# alu_issue_stage_flat

### src/rtl/alu_issue_pkg.sv
// alu_issue_pkg: instruction field layout, condition codes and flag positions for the issue stage
package alu_issue_pkg;
  localparam int NREGS = 16;
  localparam int RW = $clog2(NREGS);
  localparam int COND_LO = 28;
  localparam int OPC_LO = 24;
  localparam int S_BIT = 23;
  localparam int I_BIT = 22;
  localparam int RD_LO = 18;
  localparam int RN_LO = 14;
  localparam int RM_LO = 10;
  localparam int SRC_LO = 7;
  localparam int SRB_LO = 2;
  localparam int IMM_W = 14;
  localparam logic [3:0] OPC_CMP = 4'b1011;
  localparam int FLAG_N = 3;
  localparam int FLAG_Z = 2;
  localparam int FLAG_C = 1;
  localparam int FLAG_V = 0;
  typedef enum logic [3:0] {
    COND_AL, COND_EQ, COND_NE, COND_CS, COND_CC, COND_MI, COND_PL, COND_VS,
    COND_VC, COND_HI, COND_LS, COND_GE, COND_LT, COND_GT, COND_LE, COND_NV
  } cond_e;
endpackage

### src/rtl/alu_issue_if.sv
// alu_issue_if: instruction valid/ready handshake into the issue stage
interface alu_issue_if;
  logic instr_valid;
  logic instr_ready;
  logic [31:0] instr;
  modport master(output instr_valid, instr, input instr_ready);
  modport slave(input instr_valid, instr, output instr_ready);
endinterface

### src/rtl/alu_cond_eval.sv
// alu_cond_eval: evaluates a 4-bit condition code against NZCV flags
module alu_cond_eval
  import alu_issue_pkg::*;
(
  input  logic [3:0] cond,
  input  logic [3:0] nzcv,
  output logic       pass
);
  logic n, z, c, v;
  assign n = nzcv[FLAG_N];
  assign z = nzcv[FLAG_Z];
  assign c = nzcv[FLAG_C];
  assign v = nzcv[FLAG_V];
  // condition table lookup
  always_comb begin
    pass = 1'b0;
    case (cond_e'(cond))
      COND_AL: pass = 1'b1;
      COND_EQ: pass = z;
      COND_NE: pass = ~z;
      COND_CS: pass = c;
      COND_CC: pass = ~c;
      COND_MI: pass = n;
      COND_PL: pass = ~n;
      COND_VS: pass = v;
      COND_VC: pass = ~v;
      COND_HI: pass = c & ~z;
      COND_LS: pass = ~c | z;
      COND_GE: pass = n == v;
      COND_LT: pass = n != v;
      COND_GT: pass = ~z & (n == v);
      COND_LE: pass = z | (n != v);
      default: pass = 1'b0;
    endcase
  end
endmodule

### src/rtl/alu_issue_stage.sv
// alu_issue_stage: decode/issue stage feeding the ALU; define ALU_ISSUE_FWD_EN for operand forwarding instead of interlock
module alu_issue_stage
  import alu_issue_pkg::*;
#(
  parameter int XLEN = 32
) (
  input  logic            clk,
  input  logic            rst,
  alu_issue_if.slave      ib,
  input  logic            hold,
  output logic [RW-1:0]   rf_raddr1,
  output logic [RW-1:0]   rf_raddr2,
  input  logic [XLEN-1:0] rf_rdata1,
  input  logic [XLEN-1:0] rf_rdata2,
  output logic [XLEN-1:0] In1,
  output logic [XLEN-1:0] In2,
  output logic [3:0]      Opcode,
  output logic [3:0]      Cond,
  output logic            S,
  output logic [2:0]      SR_Cont,
  output logic [4:0]      SR_Bit,
  output logic [15:0]     Immediate,
  input  logic [XLEN-1:0] Out,
  input  logic [3:0]      Flags,
  output logic            ex_valid,
  output logic            wb_valid,
  output logic [RW-1:0]   wb_addr,
  output logic [XLEN-1:0] wb_data,
  output logic [3:0]      flags_q
);
  logic d_valid, s_q, pass, writes_d, accept, interlock, i_in, unused;
  logic d_n, d_m, w_n, w_m;
  logic [3:0] cond_q;
  logic [RW-1:0] rd_q, rn, rm;
  logic [XLEN-1:0] op1, op2;
  assign rn = ib.instr[RN_LO +: RW];
  assign rm = ib.instr[RM_LO +: RW];
  assign i_in = ib.instr[I_BIT];
  assign unused = ^ib.instr[1:0];
  assign rf_raddr1 = rn;
  assign rf_raddr2 = rm;
  alu_cond_eval u_cond (.cond(cond_q), .nzcv(flags_q), .pass(pass));
  assign ex_valid = d_valid & pass;
  assign writes_d = ex_valid & (Opcode != OPC_CMP);
  assign S = s_q & ex_valid;
  assign Cond = 4'b0000;
  assign d_n = writes_d && rd_q == rn;
  assign d_m = writes_d && rd_q == rm;
  assign w_n = wb_valid && wb_addr == rn;
  assign w_m = wb_valid && wb_addr == rm;
`ifdef ALU_ISSUE_FWD_EN
  assign op1 = d_n ? Out : w_n ? wb_data : rf_rdata1;
  assign op2 = d_m ? Out : w_m ? wb_data : rf_rdata2;
  assign interlock = 1'b0;
`else
  assign op1 = rf_rdata1;
  assign op2 = rf_rdata2;
  assign interlock = ib.instr_valid && (d_n || w_n || (!i_in && (d_m || w_m)));
`endif
  assign ib.instr_ready = ~rst & ~hold & ~interlock;
  assign accept = ib.instr_valid & ib.instr_ready;
  // D stage: capture accepted instruction, bubble when nothing accepted, freeze on hold
  always_ff @(posedge clk or posedge rst)
    if (rst) begin
      d_valid <= 1'b0;
      In1 <= '0;
      In2 <= '0;
      Opcode <= '0;
      cond_q <= '0;
      s_q <= 1'b0;
      rd_q <= '0;
      SR_Cont <= '0;
      SR_Bit <= '0;
      Immediate <= '0;
    end else if (!hold) begin
      d_valid <= accept;
      if (accept) begin
        In1 <= op1;
        In2 <= i_in ? XLEN'(ib.instr[IMM_W-1:0]) : op2;
        Opcode <= ib.instr[OPC_LO +: 4];
        cond_q <= ib.instr[COND_LO +: 4];
        s_q <= ib.instr[S_BIT];
        rd_q <= ib.instr[RD_LO +: RW];
        SR_Cont <= ib.instr[SRC_LO +: 3];
        SR_Bit <= ib.instr[SRB_LO +: 5];
        Immediate <= i_in ? {2'b00, ib.instr[IMM_W-1:0]} : 16'h0;
      end
    end
  // retire the D instruction into the writeback register and architectural flags
  always_ff @(posedge clk or posedge rst)
    if (rst) begin
      wb_valid <= 1'b0;
      wb_addr <= '0;
      wb_data <= '0;
      flags_q <= '0;
    end else if (!hold) begin
      wb_valid <= writes_d;
      wb_addr <= rd_q;
      wb_data <= Out;
      if (ex_valid && s_q) flags_q <= Flags;
    end
endmodule

### src/flat_wrapper.sv
// flat-port wrapper written by rule: the top's interface ports become plain ports
module alu_issue_stage_flat import alu_issue_pkg::*;
#(
  parameter int XLEN = 32
)
  (clk, rst, hold, rf_raddr1, rf_raddr2, rf_rdata1, rf_rdata2, In1, In2, Opcode, Cond, S, SR_Cont, SR_Bit, Immediate, Out, Flags, ex_valid, wb_valid, wb_addr, wb_data, flags_q, ib_instr_valid, ib_instr, ib_instr_ready);
  alu_issue_if ib_i ();
  input  logic clk;
  input  logic rst;
  input  logic hold;
  output logic [RW-1:0] rf_raddr1;
  output logic [RW-1:0] rf_raddr2;
  input  logic [XLEN-1:0] rf_rdata1;
  input  logic [XLEN-1:0] rf_rdata2;
  output logic [XLEN-1:0] In1;
  output logic [XLEN-1:0] In2;
  output logic [3:0] Opcode;
  output logic [3:0] Cond;
  output logic S;
  output logic [2:0] SR_Cont;
  output logic [4:0] SR_Bit;
  output logic [15:0] Immediate;
  input  logic [XLEN-1:0] Out;
  input  logic [3:0] Flags;
  output logic ex_valid;
  output logic wb_valid;
  output logic [RW-1:0] wb_addr;
  output logic [XLEN-1:0] wb_data;
  output logic [3:0] flags_q;
  input wire logic [$bits(ib_i.instr_valid)-1:0] ib_instr_valid;
  input wire logic [$bits(ib_i.instr)-1:0] ib_instr;
  output wire logic [$bits(ib_i.instr_ready)-1:0] ib_instr_ready;
  assign ib_i.instr_valid = ib_instr_valid;
  assign ib_i.instr = ib_instr;
  assign ib_instr_ready = ib_i.instr_ready;
  alu_issue_stage #(.XLEN(XLEN)) u_core (.clk(clk), .rst(rst), .ib(ib_i), .hold(hold), .rf_raddr1(rf_raddr1), .rf_raddr2(rf_raddr2), .rf_rdata1(rf_rdata1), .rf_rdata2(rf_rdata2), .In1(In1), .In2(In2), .Opcode(Opcode), .Cond(Cond), .S(S), .SR_Cont(SR_Cont), .SR_Bit(SR_Bit), .Immediate(Immediate), .Out(Out), .Flags(Flags), .ex_valid(ex_valid), .wb_valid(wb_valid), .wb_addr(wb_addr), .wb_data(wb_data), .flags_q(flags_q));
endmodule
### config.mk
export PLATFORM = sky130hd
export DESIGN_NAME = alu_issue_stage_flat
export DESIGN_NICKNAME = d
export VERILOG_FILES = /design/src/rtl/alu_issue_pkg.sv /design/src/rtl/alu_issue_if.sv /design/src/rtl/alu_cond_eval.sv /design/src/rtl/alu_issue_stage.sv /design/src/flat_wrapper.sv
export SDC_FILE = /design/constraint.sdc
export NUM_CORES = 1
export LEC_CHECK = 0
export CELL_PAD_IN_SITES_DETAIL_PLACEMENT = 0
export CELL_PAD_IN_SITES_GLOBAL_PLACEMENT = 1
export CORE_MARGIN = 5
export CORE_UTILIZATION = 33
export DETAILED_ROUTE_END_ITERATION = 12
export PLACE_DENSITY_LB_ADDON = 0.1
export SETUP_SLACK_MARGIN = 0.1
export SLEW_MARGIN = 20
export SYNTH_ARGS = -nofsm -noshare
export SYNTH_HDL_FRONTEND = slang
export SYNTH_SLANG_ARGS = --single-unit
### constraint.sdc
create_clock -name clk -period 6.8 [get_ports clk]
set_input_delay 1.36 -clock clk [delete_from_list [all_inputs] [get_ports clk]]
set_output_delay 1.36 -clock clk [all_outputs]
set_load 0.005 [all_outputs]
# tap_controller_flat

**src/rtl/tap_controller_pkg.sv**
```systemverilog
// Shared JTAG TAP types: state encoding, strobe bundle and the Moore strobe decode
// so other JTAG blocks and benches can reuse the exact same decode.
package tap_controller_pkg;

    typedef enum logic [3:0] {
        TLR       = 4'hF,
        RTI       = 4'hC,
        SEL_DR    = 4'h7,
        CAP_DR    = 4'h6,
        SHIFT_DR  = 4'h2,
        EXIT1_DR  = 4'h1,
        PAUSE_DR  = 4'h3,
        EXIT2_DR  = 4'h0,
        UPDATE_DR = 4'h5,
        SEL_IR    = 4'h4,
        CAP_IR    = 4'hE,
        SHIFT_IR  = 4'hA,
        EXIT1_IR  = 4'h9,
        PAUSE_IR  = 4'hB,
        EXIT2_IR  = 4'h8,
        UPDATE_IR = 4'hD
    } tap_state_t;

    typedef enum logic [3:0] {
        INSTR_EXTEST = 4'h0,
        INSTR_IDCODE = 4'h1,
        INSTR_BYPASS = 4'hF
    } instruction_t;

    typedef struct packed {
        logic tlr_reset;
        logic capture_dr;
        logic dr_shift;
        logic update_dr;
        logic capture_ir;
        logic ir_shift;
        logic update_ir;
    } tap_strobes_t;

    function automatic tap_strobes_t decode_strobes(input tap_state_t st);
        tap_strobes_t s;
        s.tlr_reset  = (st == TLR);
        s.capture_dr = (st == CAP_DR);
        s.dr_shift   = (st == SHIFT_DR);
        s.update_dr  = (st == UPDATE_DR);
        s.capture_ir = (st == CAP_IR);
        s.ir_shift   = (st == SHIFT_IR);
        s.update_ir  = (st == UPDATE_IR);
        return s;
    endfunction

    function automatic logic is_shift_state(input tap_state_t st);
        return (st == SHIFT_DR) || (st == SHIFT_IR);
    endfunction

    function automatic logic is_capture_state(input tap_state_t st);
        return (st == CAP_DR) || (st == CAP_IR);
    endfunction

endpackage

```
**src/rtl/tap_controller_if.sv**
```systemverilog
// TAP control bundle: TMS in, decoded state/strobes and shift bookkeeping out.
interface tap_controller_if #(parameter int CNT_W = 16);
    import tap_controller_pkg::*;

    logic             TMS;
    tap_state_t       tap_state;
    logic             tlr_reset;
    logic             capture_dr;
    logic             dr_shift;
    logic             update_dr;
    logic             capture_ir;
    logic             ir_shift;
    logic             update_ir;
    logic             tdo_en;
    logic [CNT_W-1:0] shift_count;

    modport master (
        input  TMS,
        output tap_state, tlr_reset, capture_dr, dr_shift, update_dr,
               capture_ir, ir_shift, update_ir, tdo_en, shift_count
    );

    modport slave (
        output TMS,
        input  tap_state, tlr_reset, capture_dr, dr_shift, update_dr,
               capture_ir, ir_shift, update_ir, tdo_en, shift_count
    );
endinterface

```
**src/rtl/tap_controller.sv**
```systemverilog
// IEEE 1149.1 TAP state machine with Moore strobes, a registered TDO enable
// and a saturating count of shift cycles since the last capture.
module tap_controller
    import tap_controller_pkg::*;
#(
    parameter int CNT_W = 16
) (
    input  logic              TCK,
    input  logic              TRST,
    tap_controller_if.master  tap
);

    tap_state_t       state_r;
    tap_state_t       next_state_s;
    tap_strobes_t     strobes_s;
    logic             tdo_en_r;
    logic [CNT_W-1:0] shift_count_r;
    logic             count_sat_s;

    // State register; TRST overrides TMS from every state.
    always_ff @(posedge TCK) begin
        if (TRST) begin
            state_r <= TLR;
        end else begin
            state_r <= next_state_s;
        end
    end

    // Next-state decode from the current state and TMS.
    always_comb begin
        next_state_s = state_r;
        case (state_r)
            TLR:       next_state_s = tap.TMS ? TLR       : RTI;
            RTI:       next_state_s = tap.TMS ? SEL_DR    : RTI;
            SEL_DR:    next_state_s = tap.TMS ? SEL_IR    : CAP_DR;
            CAP_DR:    next_state_s = tap.TMS ? EXIT1_DR  : SHIFT_DR;
            SHIFT_DR:  next_state_s = tap.TMS ? EXIT1_DR  : SHIFT_DR;
            EXIT1_DR:  next_state_s = tap.TMS ? UPDATE_DR : PAUSE_DR;
            PAUSE_DR:  next_state_s = tap.TMS ? EXIT2_DR  : PAUSE_DR;
            EXIT2_DR:  next_state_s = tap.TMS ? UPDATE_DR : SHIFT_DR;
            UPDATE_DR: next_state_s = tap.TMS ? SEL_DR    : RTI;
            SEL_IR:    next_state_s = tap.TMS ? TLR       : CAP_IR;
            CAP_IR:    next_state_s = tap.TMS ? EXIT1_IR  : SHIFT_IR;
            SHIFT_IR:  next_state_s = tap.TMS ? EXIT1_IR  : SHIFT_IR;
            EXIT1_IR:  next_state_s = tap.TMS ? UPDATE_IR : PAUSE_IR;
            PAUSE_IR:  next_state_s = tap.TMS ? EXIT2_IR  : PAUSE_IR;
            EXIT2_IR:  next_state_s = tap.TMS ? UPDATE_IR : SHIFT_IR;
            UPDATE_IR: next_state_s = tap.TMS ? SEL_DR    : RTI;
            default:   next_state_s = TLR;
        endcase
    end

    assign count_sat_s = &shift_count_r;

    // Shift counter: cleared entering capture, counts shift edges, holds elsewhere, never wraps.
    always_ff @(posedge TCK) begin
        if (TRST) begin
            shift_count_r <= {CNT_W{1'b0}};
        end else if (is_capture_state(next_state_s)) begin
            shift_count_r <= {CNT_W{1'b0}};
        end else if (is_shift_state(state_r) && !count_sat_s) begin
            shift_count_r <= shift_count_r + CNT_W'(1);
        end else begin
            shift_count_r <= shift_count_r;
        end
    end

    // TDO enable trails the shift states by one TCK, matching registered TDO data.
    always_ff @(posedge TCK) begin
        if (TRST) begin
            tdo_en_r <= 1'b0;
        end else begin
            tdo_en_r <= is_shift_state(state_r);
        end
    end

    // Moore decode of the strobes from the registered state only.
    always_comb begin
        strobes_s = decode_strobes(state_r);
    end

    assign tap.tap_state   = state_r;
    assign tap.tlr_reset   = strobes_s.tlr_reset;
    assign tap.capture_dr  = strobes_s.capture_dr;
    assign tap.dr_shift    = strobes_s.dr_shift;
    assign tap.update_dr   = strobes_s.update_dr;
    assign tap.capture_ir  = strobes_s.capture_ir;
    assign tap.ir_shift    = strobes_s.ir_shift;
    assign tap.update_ir   = strobes_s.update_ir;
    assign tap.tdo_en      = tdo_en_r;
    assign tap.shift_count = shift_count_r;

endmodule

```
**src/flat_wrapper.sv**
```systemverilog
// flat-port wrapper written by rule: the top's interface ports become plain ports
module tap_controller_flat import tap_controller_pkg::*;
#(
    parameter int CNT_W = 16
)
  (TCK, TRST, tap_TMS, tap_tap_state, tap_tlr_reset, tap_capture_dr, tap_dr_shift, tap_update_dr, tap_capture_ir, tap_ir_shift, tap_update_ir, tap_tdo_en, tap_shift_count);
  tap_controller_if #(.CNT_W(CNT_W)) tap_i ();
  input  logic TCK;
  input  logic TRST;
  input wire logic [$bits(tap_i.TMS)-1:0] tap_TMS;
  output wire logic [$bits(tap_i.tap_state)-1:0] tap_tap_state;
  output wire logic [$bits(tap_i.tlr_reset)-1:0] tap_tlr_reset;
  output wire logic [$bits(tap_i.capture_dr)-1:0] tap_capture_dr;
  output wire logic [$bits(tap_i.dr_shift)-1:0] tap_dr_shift;
  output wire logic [$bits(tap_i.update_dr)-1:0] tap_update_dr;
  output wire logic [$bits(tap_i.capture_ir)-1:0] tap_capture_ir;
  output wire logic [$bits(tap_i.ir_shift)-1:0] tap_ir_shift;
  output wire logic [$bits(tap_i.update_ir)-1:0] tap_update_ir;
  output wire logic [$bits(tap_i.tdo_en)-1:0] tap_tdo_en;
  output wire logic [$bits(tap_i.shift_count)-1:0] tap_shift_count;
  assign tap_i.TMS = tap_TMS;
  assign tap_tap_state = tap_i.tap_state;
  assign tap_tlr_reset = tap_i.tlr_reset;
  assign tap_capture_dr = tap_i.capture_dr;
  assign tap_dr_shift = tap_i.dr_shift;
  assign tap_update_dr = tap_i.update_dr;
  assign tap_capture_ir = tap_i.capture_ir;
  assign tap_ir_shift = tap_i.ir_shift;
  assign tap_update_ir = tap_i.update_ir;
  assign tap_tdo_en = tap_i.tdo_en;
  assign tap_shift_count = tap_i.shift_count;
  tap_controller #(.CNT_W(CNT_W)) u_core (.TCK(TCK), .TRST(TRST), .tap(tap_i));
endmodule
```
**config.mk**
```make
export PLATFORM = sky130hd
export DESIGN_NAME = tap_controller_flat
export DESIGN_NICKNAME = d
export VERILOG_FILES = /design/src/rtl/tap_controller_pkg.sv /design/src/rtl/tap_controller_if.sv /design/src/rtl/tap_controller.sv /design/src/flat_wrapper.sv
export SDC_FILE = /design/constraint.sdc
export NUM_CORES = 1
export LEC_CHECK = 0
export CELL_PAD_IN_SITES_DETAIL_PLACEMENT = 0
export CELL_PAD_IN_SITES_GLOBAL_PLACEMENT = 1
export CORE_AREA = 2 2 62 64
export DETAILED_ROUTE_END_ITERATION = 6
export DIE_AREA = 0 0 64 66
export PLACE_DENSITY_LB_ADDON = 0.1
export SLEW_MARGIN = 15
export SYNTH_ARGS = -nofsm -noshare
export SYNTH_HDL_FRONTEND = slang
export SYNTH_SLANG_ARGS = --single-unit
```
**constraint.sdc**
```tcl
create_clock -name TCK -period 2.6 [get_ports TCK]
set_input_delay 0.26 -clock TCK [delete_from_list [all_inputs] [get_ports TCK]]
set_output_delay 0.26 -clock TCK [all_outputs]
set_load 0.01 [all_outputs]
```

==> notes/layouts.md <==
Pictures saved along the way, in no particular order.

Cell classes on the final placement.
shot_01.png
Scale bar: 20 um. Fill, decap, tap and diode cells in gray.
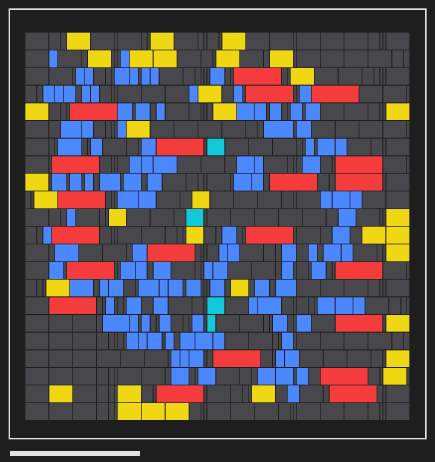
shot_02.png
Scale bar: 50 um. Fill, decap, tap and diode cells in gray.
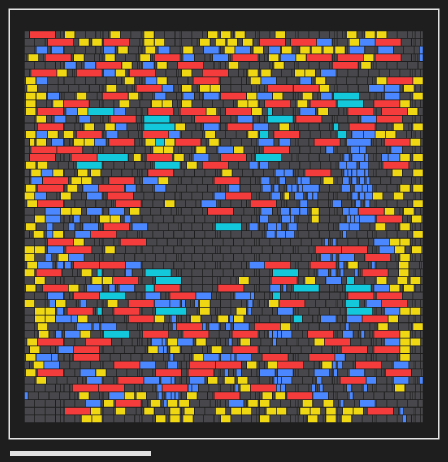
Of these, highest utilization: shot_02.png
tap_controller_flat -> shot_01.png
alu_issue_stage_flat -> shot_02.png

Key to shot_01.png:
Cyan is clock drivers and dummy loads, cells 4. Blue is remaining logic cells, cells 120. Yellow is remaining buffers and delay cells, cells 34. Red is registers, cells 21.

**tap_controller_flat: track usage over the die**

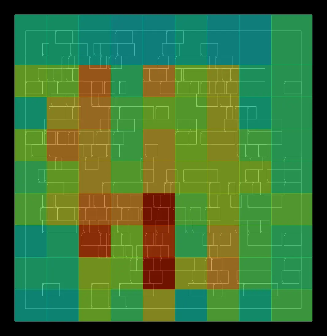
Top Usage Layer GRT: met2
Overall Global Routing Usage: 15.2%
utilization after layout: 43.3%

==> results.py, tap_controller_flat <==
# Auto-generated metrics
metrics = {
    "synth": {
        "top_cell": "sky130_fd_sc_hd__dfxtp_1",
        "synth-simple-area-share_pct": 36.3,
        "mux_share_pct": 3.55,
        "ys_cells": 150,
        "enable_flop_cells": 0,
        "synthesis.area_per_instance_um2": 7.75,
    },
    "status": {
        "outcome": "complete, no violations",
    },
    "placed_design": {
        "portBuffers": 30,
    },
    "cells_and_area": {
        "layout.area.top_class": "combinational gates",
        "clockNetworkAreaShare_pct": 1.71,
        "nets": 184,
        "antenna-diode-count": 0,
    },
    "global_route": {
        "grt_first_pass_wirelength_um": 5120,
        "antenna_violations_before_repair": 0,
    },
    "detailed_routing": {
        "total_iterations_of_the_first_detailed_routing_run": 4,
    },
    "cts": {
        "ctsResizeCount": 0,
        "post_cts_buffers": 0,
    },
    "pwr": {
        "p_leak_nw": 0.499,
        "switching_share_pct": 27.9,
    },
    "job": {
        "number_of_max_cap_violations": 0,
    },
    "timing": {
        "timing.final.setup_violations": 0,
    },
    "critical_path": {
        "cp-start-kind": "flip-flop",
        "cp.arrival_ns": 2.07,
    },
}
tap_controller_flat: through the flow:
step                cell area (um^2)  std cells
finish                          1540        227
global route                    1540        227
CTS                             1540        227
detailed placement              1510        223
global placement                1510        223
floorplan                       1160        150
tap_controller_flat: final timing paths:
check / from / end / depth (start not counted)
setup / recovery: u_core.tap.tap_state[0] / tap_dr_shift / 4
hold / removal: u_core.tap.shift_count[9] / u_core.tap.shift_count[9] / 2
setup reg to reg: u_core.tap.tap_state[0] / u_core.tap.shift_count[8] / 4
hold reg to reg: u_core.tap.shift_count[9] / u_core.tap.shift_count[9] / 2
tap_controller_flat: sequential cells by signal, summed over array words and instances, names as in the netlist:
| register | cells |
|---|---|
| u_core.tap.shift_count | 16 |
| u_core.tap.tap_state | 4 |
| u_core.tap.tdo_en | 1 |
tap_controller_flat: power groups by stage:
stage	Clock [mW]	Combinational, mW	Sequential [mW]
2_1_floorplan	0	0.0721	0.346
3_3_place_gp	0	0.116	0.352
3_5_place_dp	0	0.117	0.353
4_1_cts	0.168	0.117	0.346
5_1_grt	0.185	0.128	0.349
6_report	0.164	0.116	0.346
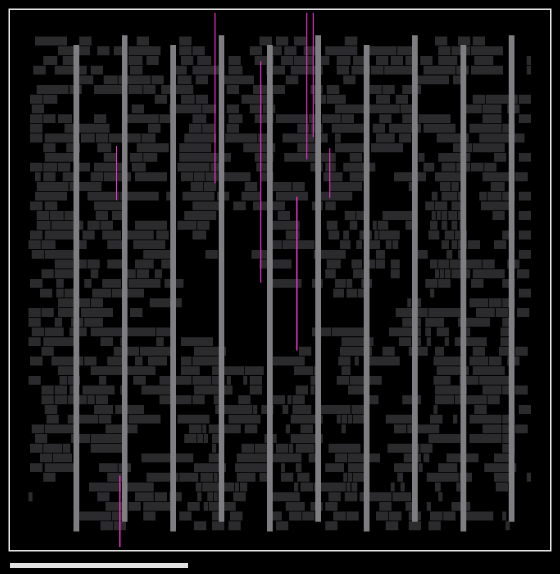
**Above:** alu_issue_stage_flat (M4 wires).
Scale bar: 50 um. Supply wires on this layer in gray.
The longest straight run is 61.9 um. The layer holds 1.5% of the routed length. The wires run mostly vertical.
via total after detailed routing: 4,486
post-detailed-routing wire length: 18,200 um

==> results.py, alu_issue_stage_flat <==
# Auto-generated metrics
metrics = {
    "cells_and_area": {
        "nNonClkInverters": 30,
        "antenna-diode-count": 1,
        "register_area_mm2": 0.00353,
        "combGateArea_mm2": 0.00263,
    },
    "worst_hold_path": {
        "hold_start": "u_core.d_valid",
    },
    "critical_path": {
        "crit_path_max_fanout": 3,
        "cp-start-kind": "input pin",
    },
    "status": {
        "outcome": "complete, no violations",
    },
    "timing": {
        "timing.slew.headroom_pct": 34.4,
        "grt_setup_unrepaired": "no",
        "final.hold.worst_slack_ns": 0.477,
    },
    "global_route": {
        "grtUsageMet3_pct": 6.96,
    },
    "placed_design": {
        "placedCellCount": 976,
    },
    "synth": {
        "yosysWarnings": 0,
        "netlist-cell-type-count": 44,
    },
    "pwr": {
        "clock_power_share_pct": 33.2,
    },
}
alu_issue_stage_flat: sequential cells by signal, summed over array words and instances (netlist names), 5 cells and up:
register and count:
u_core.In1 32, u_core.In2 32, u_core.wb_data 32, u_core.Immediate 14, u_core.SR_Bit 5
alu_issue_stage_flat: layer usage:
| layer | vias up | part of all wire [%] | wire (um) |
|---|---|---|---|
| met1 | 2207 | 39 | 7080 |
| met3 | 20 | 8.9 | 1630 |
| met2 | 156 | 51 | 9210 |
| met5 | - | 0.071 | 13 |
| met4 | 2 | 1.5 | 276 |
| li1 | 2101 | - | - |
alu_issue_stage_flat: logic make-up (layout without fill, tap and decap cells):
| group | after synthesis | after routing | synth area share [%] |
|---|---|---|---|
| buf+inv | 69 | 342 | 7.27 |
| simple gates | 65 | 65 | 5.57 |
| xor+xnor | 17 | 17 | 2.25 |
| flops | 141 | 141 | 53.4 |
| other cells | 1 | 7 | 0.0567 |
| compound gates | 32 | 32 | 3.07 |
| mux | 140 | 140 | 28.4 |


==> notes/layouts.md <==
Pictures saved along the way, in no particular order.

Met1 routing.
Supply wires on this layer in gray.
(a)
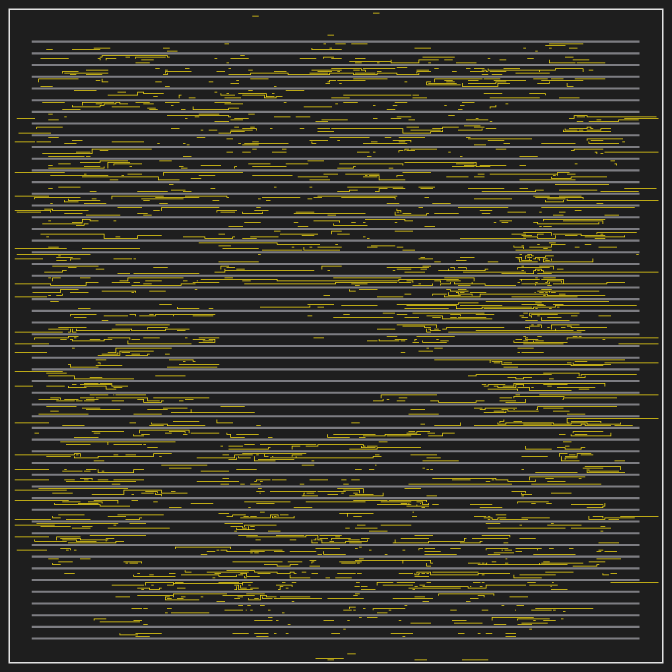
(b)
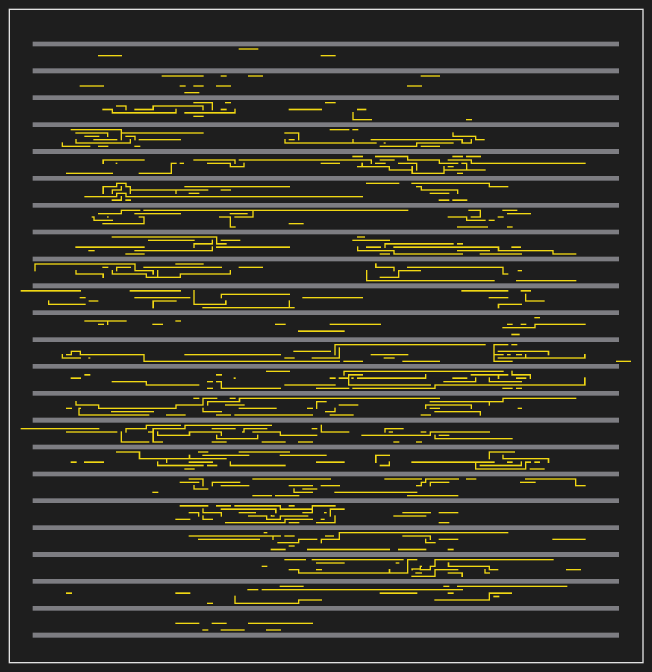
tap_controller_flat: (b)
alu_issue_stage_flat: (a)

Key to (a):
The layer carries 7,080 um of wire. 748 nets have wire on it. The longest straight run is 44.2 um. The layer holds 39% of the routed length. The wires run mostly horizontal.

Power and IR drop assume default switching activity.
